==================== ps2_kbd_port
### The metal 3 layer, ps2_kbd_port

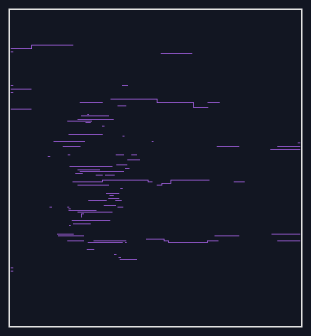

## config.mk

```make
export PLATFORM = sky130hd
export DESIGN_NAME = ps2_kbd_port
export DESIGN_NICKNAME = d
export VERILOG_FILES = /design/src/rtl/ps2_kbd_port.sv
export SDC_FILE = /design/constraint.sdc
export NUM_CORES = 1
export LEC_CHECK = 0
export CAP_MARGIN = 10
export CORE_ASPECT_RATIO = 1.1
export CORE_MARGIN = 8
export CORE_UTILIZATION = 45
export DETAILED_ROUTE_END_ITERATION = 10
export SLEW_MARGIN = 20
export SYNTH_ARGS = -nofsm -noshare
export SYNTH_HDL_FRONTEND = slang
export SYNTH_SLANG_ARGS = --single-unit
export TNS_END_PERCENT = 10
```

## constraint.sdc

```tcl
create_clock -name clk -period 6.8 [get_ports clk]
set_input_delay 2.04 -clock clk [delete_from_list [all_inputs] [get_ports clk]]
set_output_delay 2.04 -clock clk [all_outputs]
set_load 0.1 [all_outputs]
```

## src/rtl/ps2_kbd_port.sv

```systemverilog
// PS/2 set-2 keyboard port: scancode events to ASCII, modifier tracking and a character FIFO
// read by the CPU through a status/data register pair.
module ps2_kbd_port #(
   parameter int unsigned c_fifo_abits = 3
) (
   input  logic        clk,
   input  logic        n_reset,
   input  logic [10:0] ps2_key,
   input  logic        cs,
   input  logic        rs,
   input  logic        n_rd,
   input  logic        n_wr,
   input  logic [7:0]  data_in,
   output logic [7:0]  data_out,
   output logic        n_int
);

   localparam int unsigned Depth = 2 ** c_fifo_abits;
   localparam logic [c_fifo_abits-1:0] PtrOne = 1;
   localparam logic [c_fifo_abits:0] CntOne = 1;
   localparam logic [c_fifo_abits:0] CntFull = Depth[c_fifo_abits:0];

   logic [10:0] key_q;
   logic        tog_prev_q, primed_q;
   logic        shift_q, ctrl_q, caps_q, ie_q, ovr_q;
   logic        push_q;
   logic [7:0]  char_q;
   logic        rd_act_q, rs_rd_q, wr_act_q;
   logic [7:0]  mem [Depth];
   logic [c_fifo_abits-1:0] wr_ptr_q, rd_ptr_q;
   logic [c_fifo_abits:0]   count_q;

   logic       ev, rd_act, wr_act, wr_first, pop_req, pop, do_push, empty, full;
   logic       is_letter, valid;
   logic [7:0] lc, base, shf, ascii;
   logic [7:0] code;

   assign code     = key_q[7:0];
   assign ev       = primed_q & (key_q[10] ^ tog_prev_q);
   assign rd_act   = cs & ~n_rd;
   assign wr_act   = cs & ~n_wr;
   assign wr_first = wr_act & ~wr_act_q;
   assign pop_req  = rd_act_q & ~rd_act & rs_rd_q;
   assign empty    = (count_q == '0);
   assign full     = (count_q == CntFull);
   assign pop      = pop_req & ~empty;
   assign do_push  = push_q & (~full | pop);
   assign n_int    = ~(ie_q & ~empty);

   // Scancode table: letters give lowercase, everything else gives {unshifted, shifted}.
   always_comb begin
      lc        = 8'h00;
      base      = 8'h00;
      shf       = 8'h00;
      is_letter = 1'b0;
      valid     = 1'b1;
      if (key_q[8]) begin
         if (code == 8'h5a) begin
            base = 8'h0d;
            shf  = 8'h0d;
         end else begin
            valid = 1'b0;
         end
      end else begin
         unique case (code)
            8'h1c: lc = 8'h61;  8'h32: lc = 8'h62;  8'h21: lc = 8'h63;  8'h23: lc = 8'h64;
            8'h24: lc = 8'h65;  8'h2b: lc = 8'h66;  8'h34: lc = 8'h67;  8'h33: lc = 8'h68;
            8'h43: lc = 8'h69;  8'h3b: lc = 8'h6a;  8'h42: lc = 8'h6b;  8'h4b: lc = 8'h6c;
            8'h3a: lc = 8'h6d;  8'h31: lc = 8'h6e;  8'h44: lc = 8'h6f;  8'h4d: lc = 8'h70;
            8'h15: lc = 8'h71;  8'h2d: lc = 8'h72;  8'h1b: lc = 8'h73;  8'h2c: lc = 8'h74;
            8'h3c: lc = 8'h75;  8'h2a: lc = 8'h76;  8'h1d: lc = 8'h77;  8'h22: lc = 8'h78;
            8'h35: lc = 8'h79;  8'h1a: lc = 8'h7a;
            8'h16: {base, shf} = 16'h3121;  8'h1e: {base, shf} = 16'h3240;
            8'h26: {base, shf} = 16'h3323;  8'h25: {base, shf} = 16'h3424;
            8'h2e: {base, shf} = 16'h3525;  8'h36: {base, shf} = 16'h365e;
            8'h3d: {base, shf} = 16'h3726;  8'h3e: {base, shf} = 16'h382a;
            8'h46: {base, shf} = 16'h3928;  8'h45: {base, shf} = 16'h3029;
            8'h0e: {base, shf} = 16'h607e;  8'h4e: {base, shf} = 16'h2d5f;
            8'h55: {base, shf} = 16'h3d2b;  8'h54: {base, shf} = 16'h5b7b;
            8'h5b: {base, shf} = 16'h5d7d;  8'h5d: {base, shf} = 16'h5c7c;
            8'h4c: {base, shf} = 16'h3b3a;  8'h52: {base, shf} = 16'h2722;
            8'h41: {base, shf} = 16'h2c3c;  8'h49: {base, shf} = 16'h2e3e;
            8'h4a: {base, shf} = 16'h2f3f;
            8'h29: {base, shf} = 16'h2020;  8'h5a: {base, shf} = 16'h0d0d;
            8'h66: {base, shf} = 16'h0808;  8'h76: {base, shf} = 16'h1b1b;
            8'h0d: {base, shf} = 16'h0909;
            default: valid = 1'b0;
         endcase
         is_letter = (lc != 8'h00);
      end
   end

   always_comb begin
      ascii = shift_q ? shf : base;
      if (is_letter) begin
         if (ctrl_q)                ascii = lc & 8'h1f;
         else if (shift_q ^ caps_q) ascii = lc & 8'hdf;
         else                       ascii = lc;
      end
   end

   always_ff @(posedge clk or negedge n_reset) begin
      if (!n_reset) begin
         key_q      <= '0;
         tog_prev_q <= 1'b0;
         primed_q   <= 1'b0;
         shift_q    <= 1'b0;
         ctrl_q     <= 1'b0;
         caps_q     <= 1'b0;
         push_q     <= 1'b0;
         char_q     <= '0;
      end else begin
         key_q      <= ps2_key;
         primed_q   <= 1'b1;
         // Until primed, track the live toggle so a stale reset value never looks like an event.
         tog_prev_q <= primed_q ? key_q[10] : ps2_key[10];
         push_q     <= ev & key_q[9] & valid;
         char_q     <= ascii;
         if (ev) begin
            if (!key_q[8] && (code == 8'h12 || code == 8'h59)) shift_q <= key_q[9];
            if (code == 8'h14) ctrl_q <= key_q[9];
            if (!key_q[8] && code == 8'h58 && key_q[9]) caps_q <= ~caps_q;
         end
      end
   end

   always_ff @(posedge clk or negedge n_reset) begin
      if (!n_reset) begin
         wr_ptr_q <= '0;
         rd_ptr_q <= '0;
         count_q  <= '0;
         ovr_q    <= 1'b0;
         ie_q     <= 1'b0;
         rd_act_q <= 1'b0;
         rs_rd_q  <= 1'b0;
         wr_act_q <= 1'b0;
      end else begin
         rd_act_q <= rd_act;
         wr_act_q <= wr_act;
         if (rd_act) rs_rd_q <= rs;
         if (do_push) wr_ptr_q <= wr_ptr_q + PtrOne;
         if (pop)     rd_ptr_q <= rd_ptr_q + PtrOne;
         if (do_push && !pop)      count_q <= count_q + CntOne;
         else if (!do_push && pop) count_q <= count_q - CntOne;
         if (wr_first && !rs) begin
            ie_q <= data_in[7];
            if (data_in[1]) ovr_q <= 1'b0;
         end
         if (push_q && full && !pop) ovr_q <= 1'b1;
      end
   end

   always_ff @(posedge clk) begin
      if (do_push) mem[wr_ptr_q] <= char_q;
   end

   always_comb begin
      if (rs) data_out = empty ? 8'h00 : mem[rd_ptr_q];
      else    data_out = {ie_q, 2'b00, caps_q, ctrl_q, shift_q, ovr_q, ~empty};
   end

endmodule
```

==================== sad_operand_feeder
### src/rtl/sad_pkg.sv
// Shared constants, FSM encoding and lane-slicing helper for the SAD operand feeder.
package sad_pkg;

  localparam int unsigned LANES   = 16;
  localparam int unsigned WIN_DIM = 4;

  typedef enum logic [2:0] {
    ST_IDLE,
    ST_LOAD_WIN,
    ST_FETCH,
    ST_PRESENT,
    ST_FIN
  } state_e;

  // Lane k occupies bits [k*pix_w +: pix_w] of a packed lane bus.
  function automatic int unsigned lane_lsb(input int unsigned k, input int unsigned pix_w);
    return k * pix_w;
  endfunction

endpackage

### src/rtl/sad_fetch_addr_gen.sv
// Candidate-pixel address: base + (pos_y + idx/4)*FRAME_W + pos_x + idx%4, unsigned at ADDR_W bits.
module sad_fetch_addr_gen
  import sad_pkg::*;
#(
  parameter int unsigned FRAME_W = 64,
  parameter int unsigned ADDR_W  = 13
) (
  input  logic [3:0]        idx,
  input  logic [ADDR_W-1:0] base,
  input  logic [15:0]       pos_x,
  input  logic [15:0]       pos_y,
  output logic [ADDR_W-1:0] addr
);

  logic [ADDR_W-1:0] row;
  logic [ADDR_W-1:0] col;

  always_comb begin
    row  = ADDR_W'(pos_y) + ADDR_W'(32'(idx) / WIN_DIM);
    col  = ADDR_W'(pos_x) + ADDR_W'(32'(idx) % WIN_DIM);
    addr = base + row * ADDR_W'(FRAME_W) + col;
  end

endmodule

### src/rtl/sad_operand_feeder.sv
// Loads a 4x4 reference window, then gathers every 4x4 candidate of the frame in raster
// order and presents window/candidate pixels as 16 lane pairs over valid/ready.
module sad_operand_feeder
  import sad_pkg::*;
#(
  parameter int unsigned PIX_W      = 8,
  parameter int unsigned FRAME_W    = 64,
  parameter int unsigned FRAME_H    = 64,
  parameter int unsigned ADDR_W     = 13,
  parameter int unsigned WIN_BASE   = 0,
  parameter int unsigned FRAME_BASE = 16
) (
  input  logic                   Clk,
  input  logic                   Reset,
  input  logic                   Start,
  output logic                   Busy,
  output logic                   Done,
  output logic                   MemRdEn,
  output logic [ADDR_W-1:0]      MemAddr,
  input  logic [PIX_W-1:0]       MemRdData,
  output logic [LANES*PIX_W-1:0] LaneA,
  output logic [LANES*PIX_W-1:0] LaneB,
  output logic [15:0]            PosX,
  output logic [15:0]            PosY,
  output logic                   OutValid,
  input  logic                   OutReady,
  output logic                   OutLast
);

  state_e                 state_q, state_d;
  logic [4:0]             iss_q, iss_d;
  logic [3:0]             cap_q, cap_d;
  logic                   rd_vld_q;
  logic                   mem_rd_en_q, mem_rd_en_d;
  logic [ADDR_W-1:0]      mem_addr_q, mem_addr_d;
  logic [LANES*PIX_W-1:0] lane_a_q, lane_a_d;
  logic [LANES*PIX_W-1:0] lane_b_q, lane_b_d;
  logic [15:0]            pos_x_q, pos_x_d;
  logic [15:0]            pos_y_q, pos_y_d;
  logic                   out_valid_q, out_valid_d;
  logic                   out_last_q, out_last_d;
  logic                   busy_q, busy_d;
  logic                   done_q, done_d;

  logic [3:0]             gen_idx;
  logic [ADDR_W-1:0]      fetch_addr;

  // Position update kept apart from the main next-state block so the address
  // generator can see the post-handshake position without a combinational cycle.
  always_comb begin
    pos_x_d = pos_x_q;
    pos_y_d = pos_y_q;
    if (state_q == ST_IDLE && Start) begin
      pos_x_d = '0;
      pos_y_d = '0;
    end else if (state_q == ST_PRESENT && OutReady && !out_last_q) begin
      if (pos_x_q == 16'(FRAME_W - 4)) begin
        pos_x_d = '0;
        pos_y_d = pos_y_q + 16'd1;
      end else begin
        pos_x_d = pos_x_q + 16'd1;
      end
    end
  end

  assign gen_idx = (state_q == ST_FETCH) ? iss_q[3:0] : 4'd0;

  sad_fetch_addr_gen #(
    .FRAME_W (FRAME_W),
    .ADDR_W  (ADDR_W)
  ) u_addr_gen (
    .idx   (gen_idx),
    .base  (ADDR_W'(FRAME_BASE)),
    .pos_x (pos_x_d),
    .pos_y (pos_y_d),
    .addr  (fetch_addr)
  );

  always_comb begin
    state_d     = state_q;
    iss_d       = iss_q;
    cap_d       = cap_q;
    mem_rd_en_d = 1'b0;
    mem_addr_d  = mem_addr_q;
    lane_a_d    = lane_a_q;
    lane_b_d    = lane_b_q;
    out_valid_d = out_valid_q;
    out_last_d  = out_last_q;
    busy_d      = busy_q;
    done_d      = 1'b0;

    case (state_q)
      ST_IDLE: begin
        if (Start) begin
          state_d     = ST_LOAD_WIN;
          busy_d      = 1'b1;
          iss_d       = 5'd1;
          cap_d       = '0;
          mem_rd_en_d = 1'b1;
          mem_addr_d  = ADDR_W'(WIN_BASE);
        end
      end
      ST_LOAD_WIN: begin
        if (iss_q < 5'(LANES)) begin
          mem_rd_en_d = 1'b1;
          mem_addr_d  = ADDR_W'(WIN_BASE) + ADDR_W'(iss_q);
          iss_d       = iss_q + 5'd1;
        end
        if (rd_vld_q) begin
          lane_a_d[lane_lsb(32'(cap_q), PIX_W) +: PIX_W] = MemRdData;
          cap_d = cap_q + 4'd1;
          if (cap_q == 4'(LANES - 1)) begin
            state_d     = ST_FETCH;
            mem_rd_en_d = 1'b1;
            mem_addr_d  = fetch_addr;
            iss_d       = 5'd1;
            cap_d       = '0;
          end
        end
      end
      ST_FETCH: begin
        if (iss_q < 5'(LANES)) begin
          mem_rd_en_d = 1'b1;
          mem_addr_d  = fetch_addr;
          iss_d       = iss_q + 5'd1;
        end
        if (rd_vld_q) begin
          lane_b_d[lane_lsb(32'(cap_q), PIX_W) +: PIX_W] = MemRdData;
          cap_d = cap_q + 4'd1;
          if (cap_q == 4'(LANES - 1)) begin
            state_d     = ST_PRESENT;
            out_valid_d = 1'b1;
            out_last_d  = (pos_x_q == 16'(FRAME_W - 4)) && (pos_y_q == 16'(FRAME_H - 4));
          end
        end
      end
      ST_PRESENT: begin
        if (OutReady) begin
          out_valid_d = 1'b0;
          out_last_d  = 1'b0;
          if (out_last_q) begin
            state_d = ST_FIN;
            busy_d  = 1'b0;
            done_d  = 1'b1;
          end else begin
            state_d     = ST_FETCH;
            mem_rd_en_d = 1'b1;
            mem_addr_d  = fetch_addr;
            iss_d       = 5'd1;
            cap_d       = '0;
          end
        end
      end
      ST_FIN:  state_d = ST_IDLE;
      default: state_d = ST_IDLE;
    endcase
  end

  always_ff @(posedge Clk) begin
    if (!Reset) begin
      state_q     <= ST_IDLE;
      iss_q       <= '0;
      cap_q       <= '0;
      rd_vld_q    <= 1'b0;
      mem_rd_en_q <= 1'b0;
      mem_addr_q  <= '0;
      lane_a_q    <= '0;
      lane_b_q    <= '0;
      pos_x_q     <= '0;
      pos_y_q     <= '0;
      out_valid_q <= 1'b0;
      out_last_q  <= 1'b0;
      busy_q      <= 1'b0;
      done_q      <= 1'b0;
    end else begin
      state_q     <= state_d;
      iss_q       <= iss_d;
      cap_q       <= cap_d;
      rd_vld_q    <= mem_rd_en_q;
      mem_rd_en_q <= mem_rd_en_d;
      mem_addr_q  <= mem_addr_d;
      lane_a_q    <= lane_a_d;
      lane_b_q    <= lane_b_d;
      pos_x_q     <= pos_x_d;
      pos_y_q     <= pos_y_d;
      out_valid_q <= out_valid_d;
      out_last_q  <= out_last_d;
      busy_q      <= busy_d;
      done_q      <= done_d;
    end
  end

  assign Busy     = busy_q;
  assign Done     = done_q;
  assign MemRdEn  = mem_rd_en_q;
  assign MemAddr  = mem_addr_q;
  assign LaneA    = lane_a_q;
  assign LaneB    = lane_b_q;
  assign PosX     = pos_x_q;
  assign PosY     = pos_y_q;
  assign OutValid = out_valid_q;
  assign OutLast  = out_last_q;

endmodule

### config.mk
export PLATFORM = sky130hd
export DESIGN_NAME = sad_operand_feeder
export DESIGN_NICKNAME = d
export VERILOG_FILES = /design/src/rtl/sad_pkg.sv /design/src/rtl/sad_fetch_addr_gen.sv /design/src/rtl/sad_operand_feeder.sv
export SDC_FILE = /design/constraint.sdc
export NUM_CORES = 1
export LEC_CHECK = 0
export CAP_MARGIN = 10
export CORE_AREA = 5 5 180 182
export DETAILED_ROUTE_END_ITERATION = 8
export DIE_AREA = 0 0 185 187
export PLACE_DENSITY_LB_ADDON = 0.05
export REMOVE_ABC_BUFFERS = 1
export SKIP_LAST_GASP = 1
export SYNTH_ARGS = -nofsm -noshare
export SYNTH_HDL_FRONTEND = slang
export SYNTH_SLANG_ARGS = --single-unit
export TNS_END_PERCENT = 50
### constraint.sdc
create_clock -name Clk -period 4.3 [get_ports Clk]
set_clock_uncertainty 0.2 [all_clocks]
set_input_delay 0.86 -clock Clk [delete_from_list [all_inputs] [get_ports Clk]]
set_output_delay 0.86 -clock Clk [all_outputs]
set_load 0.01 [all_outputs]
### Placed standard cells, sad_operand_feeder

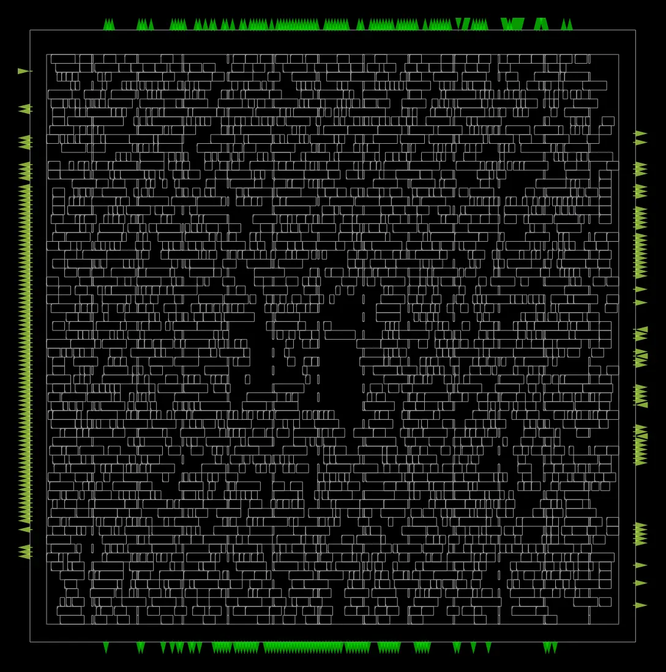
std cell rows: 64
Fillers: 2,788
fraction of area in registers: 34.27%
Seq cells: 319
Tap Cells: 396

### Nets reached from selected ports, sad_operand_feeder

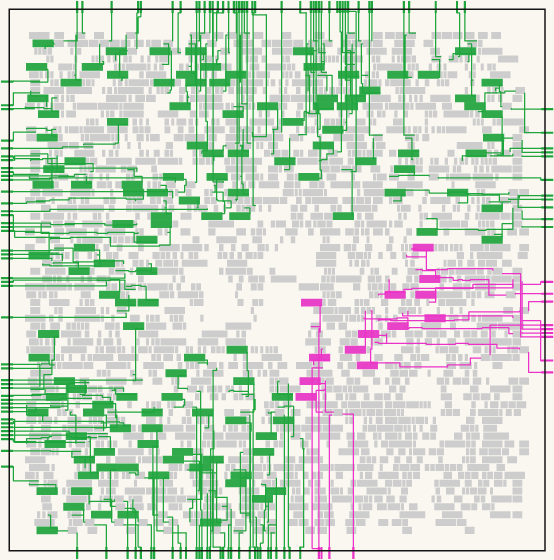
- LaneA: green (bits 128; direction output; edge 44 top, 43 left, 30 bottom, 11 right; end cells 128; buffers 128; wire 5,460 µm)
- MemAddr: magenta (bits 13; direction output; edge 9 right, 4 bottom; end cells 13; buffers 13; wire 919 µm)
I/O pin count: 318
I/O Buffers: 317

==> results.sh, sad_operand_feeder <==
# physical design summary
export IMPL_status="completed"
export IMPL_edf_count=0
export IMPL_dr_wl_met2_um=21590
export IMPL_hold_ws_ps=252.5
export IMPL_finalInstanceArea_mm2=0.01864
export IMPL_clk_latency_ps=510
export IMPL_slew_violations=0
export IMPL_num_nonclk_inverters=16
export IMPL_r2r_start="PosX[1]"
export IMPL_ys_area_mm2=0.01362
export IMPL_power_top_consumer="clock"
export IMPL_power_mw=6.325
export IMPL_rrSetupSlack_ps=240
export IMPL_cts_clk_slew_worst_paths_ps=60
export IMPL_core_area_mm2=0.03043
export IMPL_antenna_found_initial=1
export IMPL_top_area_cell="dfxtp_1"
export IMPL_pwr_group_clock_mw=3.06
export IMPL_dp_hpwl_um=32760
export IMPL_clk_share_pct=6.264
export IMPL_drive_above_1_share_pct=7.707
export IMPL_p_comb_mw=0.298
export IMPL_chipArea_mm2=0.03460
export IMPL_path_class="primary input to flop"
export IMPL_ff_type="dfxtp_1"
export IMPL_root_buffer="clkbuf_16"
export IMPL_synth_area_per_cell_um2=7.940
export IMPL_hold_end="LaneB[21]"
export IMPL_die_height_um=187
export IMPL_cts_sinks=319
export IMPL_swShare_pct=22.81
### Nets reached from selected ports, ps2_kbd_port

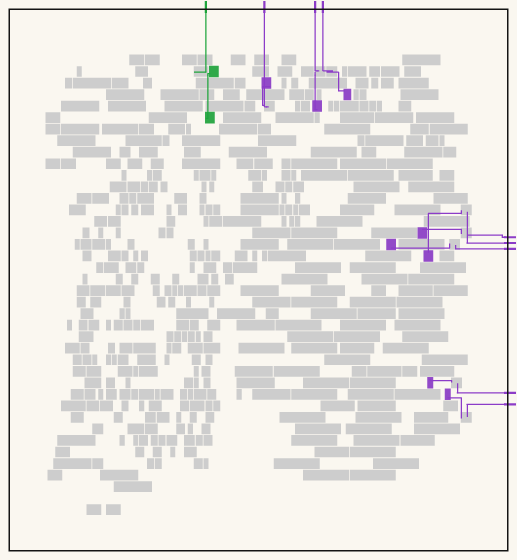
- cs: green (bits 1; direction input; edge top; end cells 2; buffers 1; wire 28.7 µm)
- data_out: purple (bits 8; direction output; edge 5 right, 3 top; end cells 8; buffers 8; wire 200 µm)
I/O pin count: 34
I/O Buffers: 27

Notes on 'The metal 3 layer' of ps2_kbd_port above:
- share of all routed wire: 4.7%
- wire length on this layer: 563 µm
- main direction: horizontal
- nets with wire on the layer: 60
GR Layer Usage met3: 3.534%
total wire length: 11,880 µm

==> results.sh, ps2_kbd_port <==
# physical design summary
export IMPL_htree_levels=3
export IMPL_drt_initial_drc_count=236
export IMPL_cts_sinks=95
export IMPL_ys_area_mm2=0.005076
export IMPL_max_stage_delay_ps=680
export IMPL_final_util_pct=52.04
export IMPL_syn_nets=454
export IMPL_p_int_mw=1.168
export IMPL_tightestPinTransition_ps=1019
export IMPL_edf_count=56
export IMPL_core_area_mm2=0.01096
export IMPL_combPwrFrac_pct=28.0
export IMPL_drive_above_1_share_pct=14.97
export IMPL_layout_nets=467
export IMPL_regMostFlops="mem"
export IMPL_rrSetupSlack_ps=3900
export IMPL_drcViolationCount=0
export IMPL_yosys_top_cells_count="56 x edfxtp_1, 39 x dfrtp_1, 34 x nor2_1, 27 x nand2_1, 18 x a21oi_1"
export IMPL_comb_area_share_pct=39.07
export IMPL_status="completed"
export IMPL_ff_type="edfxtp_1"
export IMPL_fp_util_pct=46.31
export IMPL_seq_share_pct=46.59
export IMPL_comb_cells=288
export IMPL_ir_drop_v=0.0001738
export IMPL_path_max_fanout=9
export IMPL_r2r_start="key_q[2]"
export IMPL_synthXorXnorAreaFrac_pct=2.070
export IMPL_dp_hpwl_um=8368
export IMPL_grt_max_degree=40

==> gallery <==
Sequential cells grouped by signal name.
Other sequential cells in the stronger gray, the rest of the logic in the fainter gray.
panel A
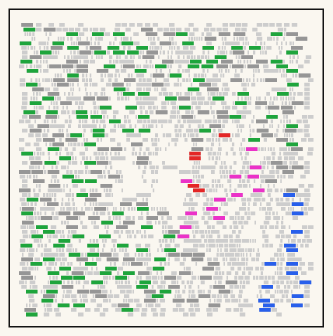
panel B
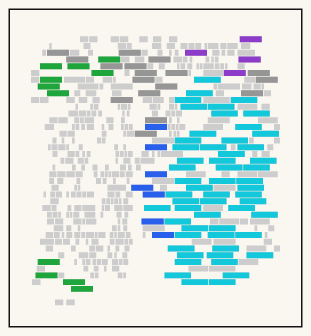
Of these, most cells: panel A
Of these, most sequential cells: panel A
| picture | from |
|---|---|
| panel B | ps2_kbd_port |
| panel A | sad_operand_feeder |



==> screenshots <==
Routed metal per tile.
picture 1
37 x 37 tiles, from black (low) to pale yellow (high), scaled to the fullest tile. Values are wire area over tile area, all layers added.
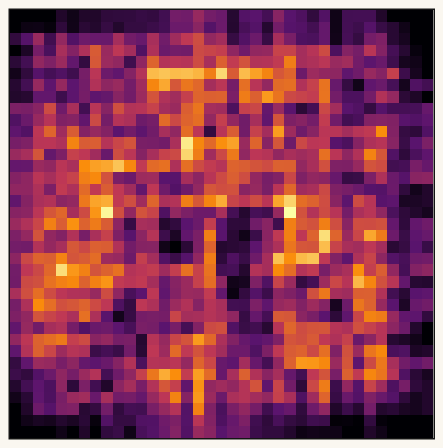
picture 2
23 x 25 tiles, from black (low) to pale yellow (high), scaled to the fullest tile. Values are wire area over tile area, all layers added.
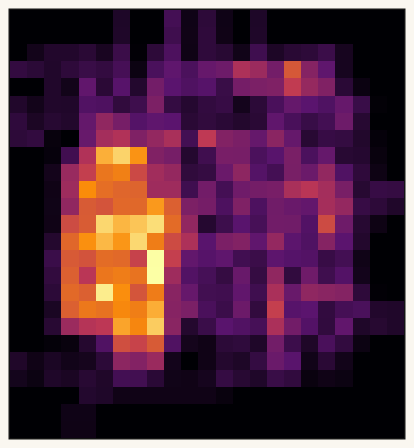
| picture | from |
|---|---|
| picture 2 | ps2_kbd_port |
| picture 1 | sad_operand_feeder |

